# ---- block 1 ----
block_1/port_trees.png
Scale bar: 20 um.
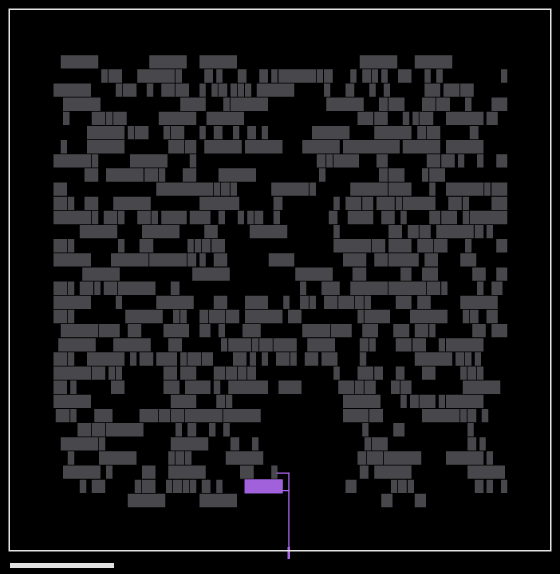

`config.mk`:
```
export PLATFORM = sky130hd
export DESIGN_NAME = instr_fetch_flat
export DESIGN_NICKNAME = d
export VERILOG_FILES = /design/src/rtl/instr_fetch_if.sv /design/src/rtl/instr_fetch.sv /design/src/flat_wrapper.sv
export SDC_FILE = /design/constraint.sdc
export NUM_CORES = 1
export LEC_CHECK = 0
export ABC_CLOCK_PERIOD_IN_PS = 1950
export CAP_MARGIN = 25
export CORE_MARGIN = 8
export CORE_UTILIZATION = 45
export CTS_BUF_LIST = sky130_fd_sc_hd__clkbuf_8
export CTS_CLUSTER_SIZE = 8
export DETAILED_ROUTE_END_ITERATION = 10
export DONT_BUFFER_PORTS = 1
export HOLD_SLACK_MARGIN = 0.06
export PLACE_DENSITY = 0.56
export SETUP_SLACK_MARGIN = 0.02
export SYNTH_ARGS = -nofsm -noshare
export SYNTH_HDL_FRONTEND = slang
export SYNTH_SLANG_ARGS = --single-unit
```
`constraint.sdc`:
```
create_clock -name clk -period 1.95 [get_ports clk]
set_clock_uncertainty 0.1 [all_clocks]
set_input_delay 0.39 -clock clk [delete_from_list [all_inputs] [get_ports clk]]
set_output_delay 0.39 -clock clk [all_outputs]
set_load 0.01 [all_outputs]
```
`src/rtl/instr_fetch_if.sv`:
```
// Fetch-stage bus: ROM address/data, redirect request and the decoded-bundle handshake.
// master is the fetch stage; slave is the ROM/decode/branch side.
interface instr_fetch_if;
    logic [15:0] rom_addr;
    logic [15:0] rom_out;
    logic        redirect_valid;
    logic [15:0] redirect_pc;
    logic        ir_valid;
    logic        ir_ready;
    logic [15:0] ir_opcode;
    logic [15:0] ir_src_ext;
    logic [15:0] ir_dst_ext;
    logic        ir_has_src_ext;
    logic        ir_has_dst_ext;
    logic [15:0] ir_pc;
    logic [15:0] ir_next_pc;
    logic        ir_illegal;

    modport master (
        output rom_addr,
        input  rom_out,
        input  redirect_valid,
        input  redirect_pc,
        output ir_valid,
        input  ir_ready,
        output ir_opcode,
        output ir_src_ext,
        output ir_dst_ext,
        output ir_has_src_ext,
        output ir_has_dst_ext,
        output ir_pc,
        output ir_next_pc,
        output ir_illegal
    );

    modport slave (
        input  rom_addr,
        output rom_out,
        output redirect_valid,
        output redirect_pc,
        input  ir_valid,
        output ir_ready,
        input  ir_opcode,
        input  ir_src_ext,
        input  ir_dst_ext,
        input  ir_has_src_ext,
        input  ir_has_dst_ext,
        input  ir_pc,
        input  ir_next_pc,
        input  ir_illegal
    );
endinterface

```
`src/rtl/instr_fetch.sv`:
```
// MSP430 instruction fetch: walks the PC through the ROM, assembling opcode plus
// up to two extension words into one bundle handed to decode with valid/ready.
module instr_fetch #(
    parameter logic [15:0] PC_RESET = 16'hc000
) (
    input  logic           clk,
    input  logic           rst,
    instr_fetch_if.master  bus
);
    typedef enum logic [1:0] {FETCH_OP, FETCH_SRC, FETCH_DST, HOLD} state_t;

    state_t      r_state;
    state_t      w_state_next;
    logic [15:0] r_pc;
    logic [15:0] w_pc_next;
    logic [15:0] r_opcode;
    logic [15:0] r_src_ext;
    logic [15:0] r_dst_ext;
    logic        r_has_src;
    logic        r_has_dst;
    logic [15:0] r_ir_pc;
    logic        r_illegal;

    logic        w_fmt1;
    logic        w_fmt2;
    logic        w_need_src;
    logic        w_need_dst;
    logic        w_illegal;
    logic        w_cap_op;
    logic        w_cap_src;
    logic        w_cap_dst;

    // Source extension: indexed/symbolic/absolute (As=01 except R3 constant) or immediate (@PC+).
    function automatic logic src_rule(input logic [1:0] as_mode, input logic [3:0] rs);
        return ((as_mode == 2'b01) && (rs != 4'd3)) || ((as_mode == 2'b11) && (rs == 4'd0));
    endfunction

    always_comb begin
        w_fmt1     = (bus.rom_out[15:12] >= 4'd4);
        w_fmt2     = (bus.rom_out[15:10] == 6'b000100);
        w_illegal  = (bus.rom_out[15:10] < 6'd4);
        w_need_src = 1'b0;
        if (w_fmt1) begin
            w_need_src = src_rule(bus.rom_out[5:4], bus.rom_out[11:8]);
        end else if (w_fmt2) begin
            w_need_src = src_rule(bus.rom_out[5:4], bus.rom_out[3:0]);
        end
        w_need_dst = w_fmt1 && bus.rom_out[7];
    end

    always_comb begin
        w_state_next = r_state;
        w_pc_next    = r_pc;
        w_cap_op     = 1'b0;
        w_cap_src    = 1'b0;
        w_cap_dst    = 1'b0;
        case (r_state)
            FETCH_OP: begin
                w_cap_op  = 1'b1;
                w_pc_next = r_pc + 16'd2;
                if (w_need_src) begin
                    w_state_next = FETCH_SRC;
                end else if (w_need_dst) begin
                    w_state_next = FETCH_DST;
                end else begin
                    w_state_next = HOLD;
                end
            end
            FETCH_SRC: begin
                w_cap_src    = 1'b1;
                w_pc_next    = r_pc + 16'd2;
                w_state_next = r_has_dst ? FETCH_DST : HOLD;
            end
            FETCH_DST: begin
                w_cap_dst    = 1'b1;
                w_pc_next    = r_pc + 16'd2;
                w_state_next = HOLD;
            end
            HOLD: begin
                if (bus.ir_ready) begin
                    w_state_next = FETCH_OP;
                end
            end
            default: w_state_next = FETCH_OP;
        endcase
        // A redirect kills any partial bundle; a same-cycle handshake has already completed.
        if (bus.redirect_valid) begin
            w_state_next = FETCH_OP;
            w_pc_next    = bus.redirect_pc & 16'hfffe;
            w_cap_op     = 1'b0;
            w_cap_src    = 1'b0;
            w_cap_dst    = 1'b0;
        end
    end

    always_ff @(posedge clk) begin
        if (rst) begin
            r_state <= FETCH_OP;
        end else begin
            r_state <= w_state_next;
        end
    end

    always_ff @(posedge clk) begin
        if (rst) begin
            r_pc      <= PC_RESET;
            r_opcode  <= 16'h0000;
            r_src_ext <= 16'h0000;
            r_dst_ext <= 16'h0000;
            r_has_src <= 1'b0;
            r_has_dst <= 1'b0;
            r_ir_pc   <= 16'h0000;
            r_illegal <= 1'b0;
        end else begin
            r_pc <= w_pc_next;
            if (w_cap_op) begin
                r_opcode  <= bus.rom_out;
                r_ir_pc   <= r_pc;
                r_src_ext <= 16'h0000;
                r_dst_ext <= 16'h0000;
                r_has_src <= w_need_src;
                r_has_dst <= w_need_dst;
                r_illegal <= w_illegal;
            end
            if (w_cap_src) begin
                r_src_ext <= bus.rom_out;
            end
            if (w_cap_dst) begin
                r_dst_ext <= bus.rom_out;
            end
        end
    end

    assign bus.rom_addr       = r_pc;
    assign bus.ir_valid       = (r_state == HOLD);
    assign bus.ir_opcode      = r_opcode;
    assign bus.ir_src_ext     = r_src_ext;
    assign bus.ir_dst_ext     = r_dst_ext;
    assign bus.ir_has_src_ext = r_has_src;
    assign bus.ir_has_dst_ext = r_has_dst;
    assign bus.ir_pc          = r_ir_pc;
    assign bus.ir_next_pc     = (r_state == HOLD) ? r_pc : 16'h0000;
    assign bus.ir_illegal     = r_illegal;
endmodule

```
`src/flat_wrapper.sv`:
```
// flat-port wrapper written by rule: the top's interface ports become plain ports
module instr_fetch_flat 
#(
    parameter logic [15:0] PC_RESET = 16'hc000
)
  (clk, rst, bus_rom_addr, bus_rom_out, bus_redirect_valid, bus_redirect_pc, bus_ir_valid, bus_ir_ready, bus_ir_opcode, bus_ir_src_ext, bus_ir_dst_ext, bus_ir_has_src_ext, bus_ir_has_dst_ext, bus_ir_pc, bus_ir_next_pc, bus_ir_illegal);
  instr_fetch_if bus_i ();
  input  logic clk;
  input  logic rst;
  output wire logic [$bits(bus_i.rom_addr)-1:0] bus_rom_addr;
  input wire logic [$bits(bus_i.rom_out)-1:0] bus_rom_out;
  input wire logic [$bits(bus_i.redirect_valid)-1:0] bus_redirect_valid;
  input wire logic [$bits(bus_i.redirect_pc)-1:0] bus_redirect_pc;
  output wire logic [$bits(bus_i.ir_valid)-1:0] bus_ir_valid;
  input wire logic [$bits(bus_i.ir_ready)-1:0] bus_ir_ready;
  output wire logic [$bits(bus_i.ir_opcode)-1:0] bus_ir_opcode;
  output wire logic [$bits(bus_i.ir_src_ext)-1:0] bus_ir_src_ext;
  output wire logic [$bits(bus_i.ir_dst_ext)-1:0] bus_ir_dst_ext;
  output wire logic [$bits(bus_i.ir_has_src_ext)-1:0] bus_ir_has_src_ext;
  output wire logic [$bits(bus_i.ir_has_dst_ext)-1:0] bus_ir_has_dst_ext;
  output wire logic [$bits(bus_i.ir_pc)-1:0] bus_ir_pc;
  output wire logic [$bits(bus_i.ir_next_pc)-1:0] bus_ir_next_pc;
  output wire logic [$bits(bus_i.ir_illegal)-1:0] bus_ir_illegal;
  assign bus_rom_addr = bus_i.rom_addr;
  assign bus_i.rom_out = bus_rom_out;
  assign bus_i.redirect_valid = bus_redirect_valid;
  assign bus_i.redirect_pc = bus_redirect_pc;
  assign bus_ir_valid = bus_i.ir_valid;
  assign bus_i.ir_ready = bus_ir_ready;
  assign bus_ir_opcode = bus_i.ir_opcode;
  assign bus_ir_src_ext = bus_i.ir_src_ext;
  assign bus_ir_dst_ext = bus_i.ir_dst_ext;
  assign bus_ir_has_src_ext = bus_i.ir_has_src_ext;
  assign bus_ir_has_dst_ext = bus_i.ir_has_dst_ext;
  assign bus_ir_pc = bus_i.ir_pc;
  assign bus_ir_next_pc = bus_i.ir_next_pc;
  assign bus_ir_illegal = bus_i.ir_illegal;
  instr_fetch #(.PC_RESET(PC_RESET)) u_core (.clk(clk), .rst(rst), .bus(bus_i));
endmodule
```
# ---- block 2 ----
===== config.mk =====
export PLATFORM = sky130hd
export DESIGN_NAME = counter_chain_lfsr
export DESIGN_NICKNAME = d
export VERILOG_FILES = /design/src/rtl/counter_chain_pkg.sv /design/src/rtl/counter_chain_lfsr.sv
export SDC_FILE = /design/constraint.sdc
export NUM_CORES = 1
export LEC_CHECK = 0
export CAP_MARGIN = 40
export CORE_ASPECT_RATIO = 2
export CORE_MARGIN = 4
export CORE_UTILIZATION = 50
export CTS_CLUSTER_DIAMETER = 120
export DETAILED_ROUTE_END_ITERATION = 10
export PLACE_DENSITY = 0.86
export REMOVE_ABC_BUFFERS = 1
export SLEW_MARGIN = 30
export SYNTH_ARGS = -nofsm -noshare
export SYNTH_HDL_FRONTEND = slang
export SYNTH_SLANG_ARGS = --single-unit

===== constraint.sdc =====
create_clock -name clk -period 2.63 [get_ports clk]
set_clock_uncertainty 0.05 [all_clocks]
set_input_delay 0.789 -clock clk [delete_from_list [all_inputs] [get_ports clk]]
set_output_delay 0.789 -clock clk [all_outputs]
set_load 0.01 [all_outputs]

===== src/rtl/counter_chain_pkg.sv =====
// Shared types and helpers for the counter-chain checker.
// Optional error-capture outputs are enabled by defining CCC_ERRLOG_EN.
package counter_chain_pkg;

    typedef enum logic [1:0] {
        IDLE  = 2'd0,
        RUN   = 2'd1,
        DRAIN = 2'd2,
        DONE  = 2'd3
    } state_t;

    // Fibonacci LFSR tap positions (1-based bit numbers).
    localparam int LFSR_TAP_A = 32;
    localparam int LFSR_TAP_B = 22;
    localparam int LFSR_TAP_C = 2;
    localparam int LFSR_TAP_D = 1;

    // CL operand width of the evaluated wrapper; the checker's LENGTH must match.
    localparam int CCC_LENGTH = 5;
    localparam int CCC_SUM_W  = 2*CCC_LENGTH + 3;

    // Expected wrapper result: four CL words, CL_10 at weight 2, ones of C0, C1 at weight 2.
    function automatic logic [CCC_SUM_W-1:0] golden_sum(
        input logic [4:0]            c0,
        input logic                  c1,
        input logic [CCC_LENGTH-1:0] cl00,
        input logic [CCC_LENGTH-1:0] cl01,
        input logic [CCC_LENGTH-1:0] cl02,
        input logic [CCC_LENGTH-1:0] cl03,
        input logic [CCC_LENGTH-1:0] cl10
    );
        logic [CCC_SUM_W-1:0] acc;
        acc = CCC_SUM_W'(cl00) + CCC_SUM_W'(cl01) + CCC_SUM_W'(cl02) + CCC_SUM_W'(cl03);
        acc = acc + (CCC_SUM_W'(cl10) << 1) + (CCC_SUM_W'(c1) << 1);
        for (int i = 0; i < 5; i++) begin
            acc = acc + CCC_SUM_W'(c0[i]);
        end
        return acc;
    endfunction

endpackage


===== src/rtl/counter_chain_lfsr.sv =====
// Fibonacci LFSR stimulus source: seed load, step enable, low OPS_W bits exported.
// A zero seed would lock the register, so it is replaced by all-ones.
module counter_chain_lfsr
    import counter_chain_pkg::*;
#(
    parameter int LFSR_W = 32,
    parameter int OPS_W  = 31
) (
    input  logic              clk,
    input  logic              rst,
    input  logic              load_i,
    input  logic [LFSR_W-1:0] seed_i,
    input  logic              en_i,
    output logic [OPS_W-1:0]  ops_o
);
    logic [LFSR_W-1:0] lfsr_q;
    logic [LFSR_W-1:0] lfsr_d;
    logic              fb;

    // Next state: load wins over step; hold otherwise.
    always_comb begin
        fb     = lfsr_q[LFSR_TAP_A-1] ^ lfsr_q[LFSR_TAP_B-1] ^
                 lfsr_q[LFSR_TAP_C-1] ^ lfsr_q[LFSR_TAP_D-1];
        lfsr_d = lfsr_q;
        if (load_i) begin
            lfsr_d = (seed_i == '0) ? '1 : seed_i;
        end else if (en_i) begin
            lfsr_d = {lfsr_q[LFSR_W-2:0], fb};
        end
    end

    // State register, all-ones after reset.
    always_ff @(posedge clk) begin
        if (rst) begin
            lfsr_q <= '1;
        end else begin
            lfsr_q <= lfsr_d;
        end
    end

    assign ops_o = lfsr_q[OPS_W-1:0];
endmodule


# ---- block 3 ----
===== config.mk =====
export PLATFORM = sky130hd
export DESIGN_NAME = player_ctrl
export DESIGN_NICKNAME = d
export VERILOG_FILES = /design/src/rtl/player_pkg.sv /design/src/rtl/btn_debounce.sv /design/src/rtl/player_ctrl.sv
export SDC_FILE = /design/constraint.sdc
export NUM_CORES = 1
export LEC_CHECK = 0
export ABC_AREA = 1
export CORE_UTILIZATION = 45
export CTS_CLUSTER_DIAMETER = 120
export CTS_CLUSTER_SIZE = 16
export DETAILED_ROUTE_END_ITERATION = 16
export DONT_BUFFER_PORTS = 1
export GPL_ROUTABILITY_DRIVEN = 1
export REMOVE_ABC_BUFFERS = 1
export SKIP_CTS_REPAIR_TIMING = 1
export SYNTH_ARGS = -nofsm -noshare
export SYNTH_HDL_FRONTEND = slang
export SYNTH_HIERARCHICAL = 1
export SYNTH_SLANG_ARGS = --single-unit

===== constraint.sdc =====
create_clock -name clk -period 5.4 [get_ports clk]
set_input_delay 0.81 -clock clk [delete_from_list [all_inputs] [get_ports clk]]
set_output_delay 0.81 -clock clk [all_outputs]
set_load 0.01 [all_outputs]

===== src/rtl/player_pkg.sv =====
// Shared definitions for the player controller: FSM state codes, button
// indices and fixed datapath widths.
package player_pkg;

  typedef enum logic [2:0] {
    IDLE    = 3'd0,
    WALK_L  = 3'd1,
    WALK_R  = 3'd2,
    ATTACK  = 3'd3,
    RECOVER = 3'd4,
    BLOCK   = 3'd5
  } state_t;

  localparam int BTN_LEFT  = 0;
  localparam int BTN_RIGHT = 1;
  localparam int BTN_ATK   = 2;
  localparam int BTN_BLK   = 3;
  localparam int NUM_BTNS  = 4;

  localparam int POS_W  = 10;
  localparam int FCNT_W = 8;

  // ATTACK and RECOVER run to completion and ignore new attack presses.
  function automatic logic is_busy(input state_t s);
    return (s == ATTACK) || (s == RECOVER);
  endfunction

endpackage


===== src/rtl/btn_debounce.sv =====
// One button input: two-flop synchronizer followed by a debouncer that only
// follows the input after it has stayed different for DEBOUNCE_CYCLES clocks.
module btn_debounce #(
  parameter int DEBOUNCE_CYCLES = 1000000
) (
  input  logic clk,
  input  logic rst,
  input  logic i_btn,
  output logic o_level
);

  localparam int CNT_W = (DEBOUNCE_CYCLES > 1) ? $clog2(DEBOUNCE_CYCLES + 1) : 1;
  localparam logic [CNT_W-1:0] CNT_LAST = CNT_W'(DEBOUNCE_CYCLES - 1);

  logic             r_sync1;
  logic             r_sync2;
  logic             r_level;
  logic [CNT_W-1:0] r_cnt;

  always_ff @(posedge clk) begin
    if (rst) begin
      r_sync1 <= 1'b0;
      r_sync2 <= 1'b0;
      r_level <= 1'b0;
      r_cnt   <= '0;
    end else begin
      r_sync1 <= i_btn;
      r_sync2 <= r_sync1;
      // Any clock where input matches the level restarts the qualification run.
      if (r_sync2 != r_level) begin
        if (r_cnt == CNT_LAST) begin
          r_level <= r_sync2;
          r_cnt   <= '0;
        end else begin
          r_cnt <= r_cnt + CNT_W'(1);
        end
      end else begin
        r_cnt <= '0;
      end
    end
  end

  assign o_level = r_level;

endmodule


===== src/rtl/player_ctrl.sv =====
// Player controller: debounced buttons drive a frame-paced movement/combat FSM
// and a clamped horizontal position.
module player_ctrl
  import player_pkg::*;
#(
  parameter int DEBOUNCE_CYCLES = 1000000,
  parameter int X_MIN           = 0,
  parameter int X_MAX           = 576,
  parameter int X_INIT          = 64,
  parameter int STEP            = 4,
  parameter int ATTACK_FRAMES   = 8,
  parameter int RECOVER_FRAMES  = 12
) (
  input  logic             clk,
  input  logic             rst,
  input  logic [3:0]       buttons,
  input  logic             frame_tick,
  output logic [POS_W-1:0] pos_x,
  output logic [2:0]       state,
  output logic             attack_start,
  output logic             blocking
);

  localparam logic [POS_W-1:0]  X_MIN_10  = POS_W'(X_MIN);
  localparam logic [POS_W-1:0]  X_MAX_10  = POS_W'(X_MAX);
  localparam logic [POS_W-1:0]  X_INIT_10 = POS_W'(X_INIT);
  localparam logic [POS_W-1:0]  STEP_10   = POS_W'(STEP);
  localparam logic [POS_W:0]    X_MIN_11  = (POS_W+1)'(X_MIN);
  localparam logic [POS_W:0]    X_MAX_11  = (POS_W+1)'(X_MAX);
  localparam logic [POS_W:0]    STEP_11   = (POS_W+1)'(STEP);
  localparam logic [FCNT_W-1:0] ATK_LAST  = FCNT_W'(ATTACK_FRAMES - 1);
  localparam logic [FCNT_W-1:0] REC_LAST  = FCNT_W'(RECOVER_FRAMES - 1);

  logic [NUM_BTNS-1:0] w_db;

  for (genvar gi = 0; gi < NUM_BTNS; gi++) begin : g_btn
    btn_debounce #(
      .DEBOUNCE_CYCLES(DEBOUNCE_CYCLES)
    ) u_debounce (
      .clk    (clk),
      .rst    (rst),
      .i_btn  (buttons[gi]),
      .o_level(w_db[gi])
    );
  end

  state_t            r_state;
  state_t            w_state_next;
  logic [POS_W-1:0]  r_pos_x;
  logic [POS_W-1:0]  w_pos_next;
  logic [FCNT_W-1:0] r_frame_cnt;
  logic              r_atk_prev;
  logic              r_pending;
  logic              r_attack_start;

  logic w_atk_rise;
  logic w_atk_accept;
  logic w_atk_req;
  logic w_left_only;
  logic w_right_only;
  logic [POS_W-1:0] w_pos_dec;
  logic [POS_W-1:0] w_pos_inc;

  assign w_atk_rise   = w_db[BTN_ATK] & ~r_atk_prev;
  assign w_atk_accept = w_atk_rise & ~is_busy(r_state);
  // A press landing on the tick clock itself is honoured without waiting a frame.
  assign w_atk_req    = r_pending | w_atk_accept;
  assign w_left_only  = w_db[BTN_LEFT] & ~w_db[BTN_RIGHT];
  assign w_right_only = w_db[BTN_RIGHT] & ~w_db[BTN_LEFT];

  // Bounds compared one bit wider than pos_x so the step can never wrap.
  assign w_pos_dec = ({1'b0, r_pos_x} < (X_MIN_11 + STEP_11)) ? X_MIN_10 : (r_pos_x - STEP_10);
  assign w_pos_inc = (({1'b0, r_pos_x} + STEP_11) > X_MAX_11) ? X_MAX_10 : (r_pos_x + STEP_10);

  always_comb begin
    w_state_next = r_state;
    w_pos_next   = r_pos_x;
    case (r_state)
      IDLE, WALK_L, WALK_R, BLOCK: begin
        if (frame_tick) begin
          if (w_atk_req)           w_state_next = ATTACK;
          else if (w_db[BTN_BLK])  w_state_next = BLOCK;
          else if (w_left_only)    w_state_next = WALK_L;
          else if (w_right_only)   w_state_next = WALK_R;
          else                     w_state_next = IDLE;
        end
      end
      ATTACK: begin
        if (frame_tick && (r_frame_cnt == ATK_LAST)) w_state_next = RECOVER;
      end
      RECOVER: begin
        if (frame_tick && (r_frame_cnt == REC_LAST)) w_state_next = IDLE;
      end
      default: w_state_next = IDLE;
    endcase
    if (frame_tick) begin
      if (w_state_next == WALK_L)      w_pos_next = w_pos_dec;
      else if (w_state_next == WALK_R) w_pos_next = w_pos_inc;
    end
  end

  always_ff @(posedge clk) begin
    if (rst) begin
      r_state        <= IDLE;
      r_pos_x        <= X_INIT_10;
      r_frame_cnt    <= '0;
      r_atk_prev     <= 1'b0;
      r_pending      <= 1'b0;
      r_attack_start <= 1'b0;
    end else begin
      r_state        <= w_state_next;
      r_pos_x        <= w_pos_next;
      r_atk_prev     <= w_db[BTN_ATK];
      r_attack_start <= frame_tick && (w_state_next == ATTACK) && (r_state != ATTACK);
      if (w_state_next != r_state) r_frame_cnt <= '0;
      else if (frame_tick)         r_frame_cnt <= r_frame_cnt + FCNT_W'(1);
      // Pending lives for at most one frame; busy-state presses never set it.
      if (frame_tick)        r_pending <= 1'b0;
      else if (w_atk_accept) r_pending <= 1'b1;
    end
  end

  assign pos_x        = r_pos_x;
  assign state        = r_state;
  assign attack_start = r_attack_start;
  assign blocking     = (r_state == BLOCK);

endmodule


==> gallery <==
The clock network.
Plate I
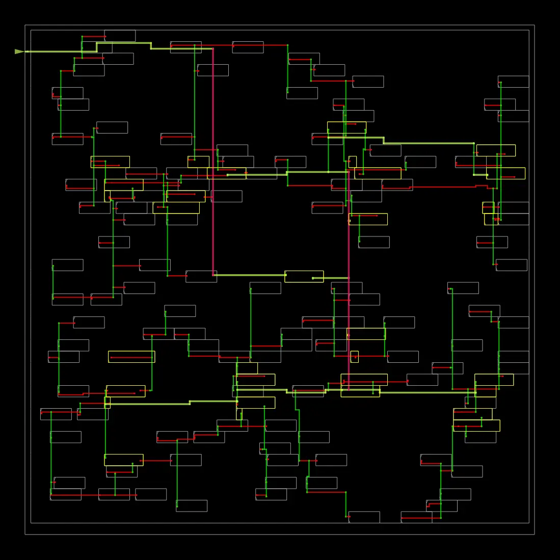
Plate II
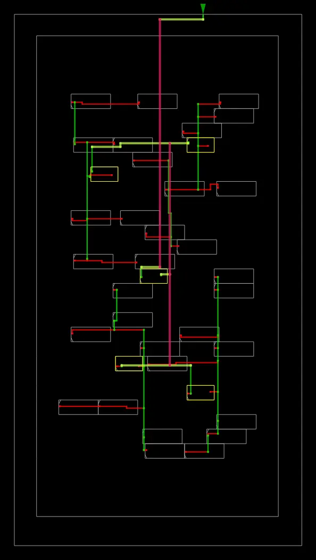
Plate III
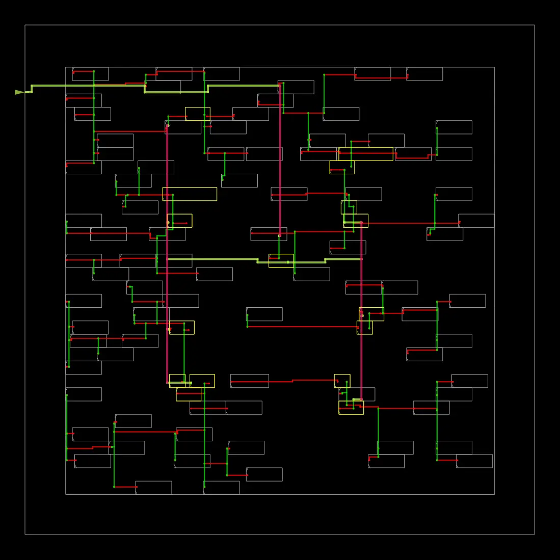
Plate I -> block 3
Plate II -> block 2
Plate III -> block 1
Of these, fewest sequential cells: Plate II

block_2/port_trees.png
Scale bar: 20 um.
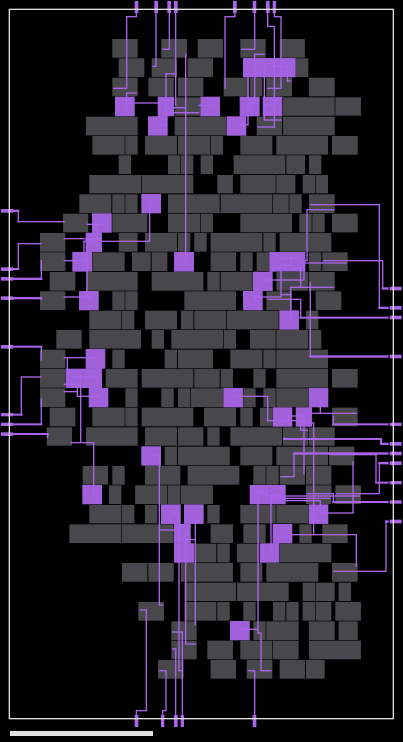
port	color	bits	direction	edge	end cells	buffers	wire
seed_i	purple	32	input	11 right, 8 top, 8 left, 5 bottom	40	32	825 um
buffers added on ports: 66
io pins: 67

==> run_results.csv, block 2 <==
group,metric,value,unit
run_status,outcome,"finished, final reports clean",
final_layout,fill_cells,377,
global_routing,busiest_layer,"met2",
final_layout,largest_register_ffs,32,
final_timing,rsz0062_at_grt,"no",
global_routing,overflow,0,
final_layout,seq_cells,32,
clock_tree,htreeDepth,2,
critical_path,setup.worst_path.end,"lfsr_q[24]",
final_layout,inverters,0,
final_timing,fin_setup_tns,0,ns
critical_path,worstPathArrival,2.58,ns
clock_tree,clkLatencyLatePin,0.28,ns
logic_synthesis,synth_top_area_share,30.81,%
routing,top_layer,"met4",
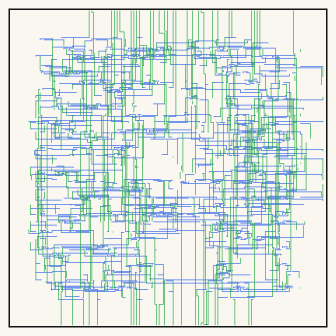
block_1/layers.png
Two of the layers only.
layer	color	wire length
M2	green	4610 um
M1	blue	4260 um
WL final: 10110 um
routed length per instance: 19.10 um

About block_1/port_trees.png:
port	color	bits	direction	edge	end cells	buffers	wire
bus_ir_has_src_ext	purple	1	output	bottom	1	0	18.1 um

==> run_results.csv, block 1 <==
group,metric,value,unit
critical_path,critical_path_class,"reg -> out",
logic_synthesis,synth.avg_cell_area,8.421,um2
power,seq_power,1.89,mW
die,dieArea,10780,um2
final_layout,area_growth,14.57,%
logic_synthesis,ys_chip_area,3470,um2
critical_path,critPathMostFrequentCell,"buf_4",
power,total_power,3.690,mW
final_layout,layout.cells.most_common,"dfxtp_1",
placed_design,globalplace.congestion,0.7383,
run_status,outcome,"finished, final reports clean",
clock_tree,numCtsBuffers,9,
global_routing,met1_usage,21.54,%
global_routing,met3_usage,7.745,%
power,p_int,2.711,mW
die,die_w,103.8,um
logic_synthesis,flop_cell,"dfxtp_1",
logic_synthesis,synth_top_cell_by_count,"dfxtp_1",
final_layout,layout.nonclk_buf_share,5.540,%
placed_design,dpl_cell_area,3647,um2
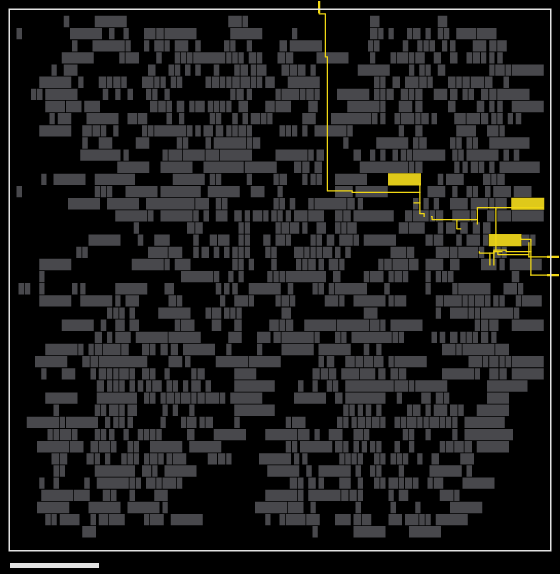
block_3/port_trees.png
Scale bar: 20 um.
port	color	bits	direction	edge	end cells	buffers	wire
state	yellow	3	output	2 right, 1 top	3	0	165 um
io pins: 22
buffers added on ports: 0

==> run_results.csv, block 3 <==
group,metric,value,unit
power,pwr-share-clk,55.4,%
final_timing,min_period,2.140,ns
final_layout,seq_share,31.91,%
logic_synthesis,netlist_instances,934,
logic_synthesis,ys_seq_share,35.88,%
die,die_w,120.9,um
final_layout,fill_cells,1386,
clock_tree,clockBufferDepth,2,
min_path,worstHoldPathType,"reg -> reg",
final_timing,fin_setup_tns,0,ns
power,p_leak,2.519,nW
min_path,min-delay-start,"g_btn[1].u_debounce/r_sync1",
final_timing,setup_viol,0,
power,total_power,2.226,mW
logic_synthesis,synth-xor-area-share,7.160,%
final_layout,largest_class,"combinational gates",
power,max-vdd-ir-drop,202.0,uV
logic_synthesis,synth.area.top_cells,"dfxtp_1 (36%), nor2_1 (12%), nand2_1 (11%)",
final_layout,final_area,7152,um2
run_status,outcome,"finished, final reports clean",
routing,wl,13150,um
final_timing,finClkSkew,0.007450,ns
final_layout,drive_above_1_share,12.12,%
logic_synthesis,simple_gate_share,42.76,%
logic_synthesis,ys_cells,934,
final_timing,period_used_share,39.64,%
global_routing,busiest_layer,"met2",

No activity file was given, so power comes from the tool's default toggle rates.
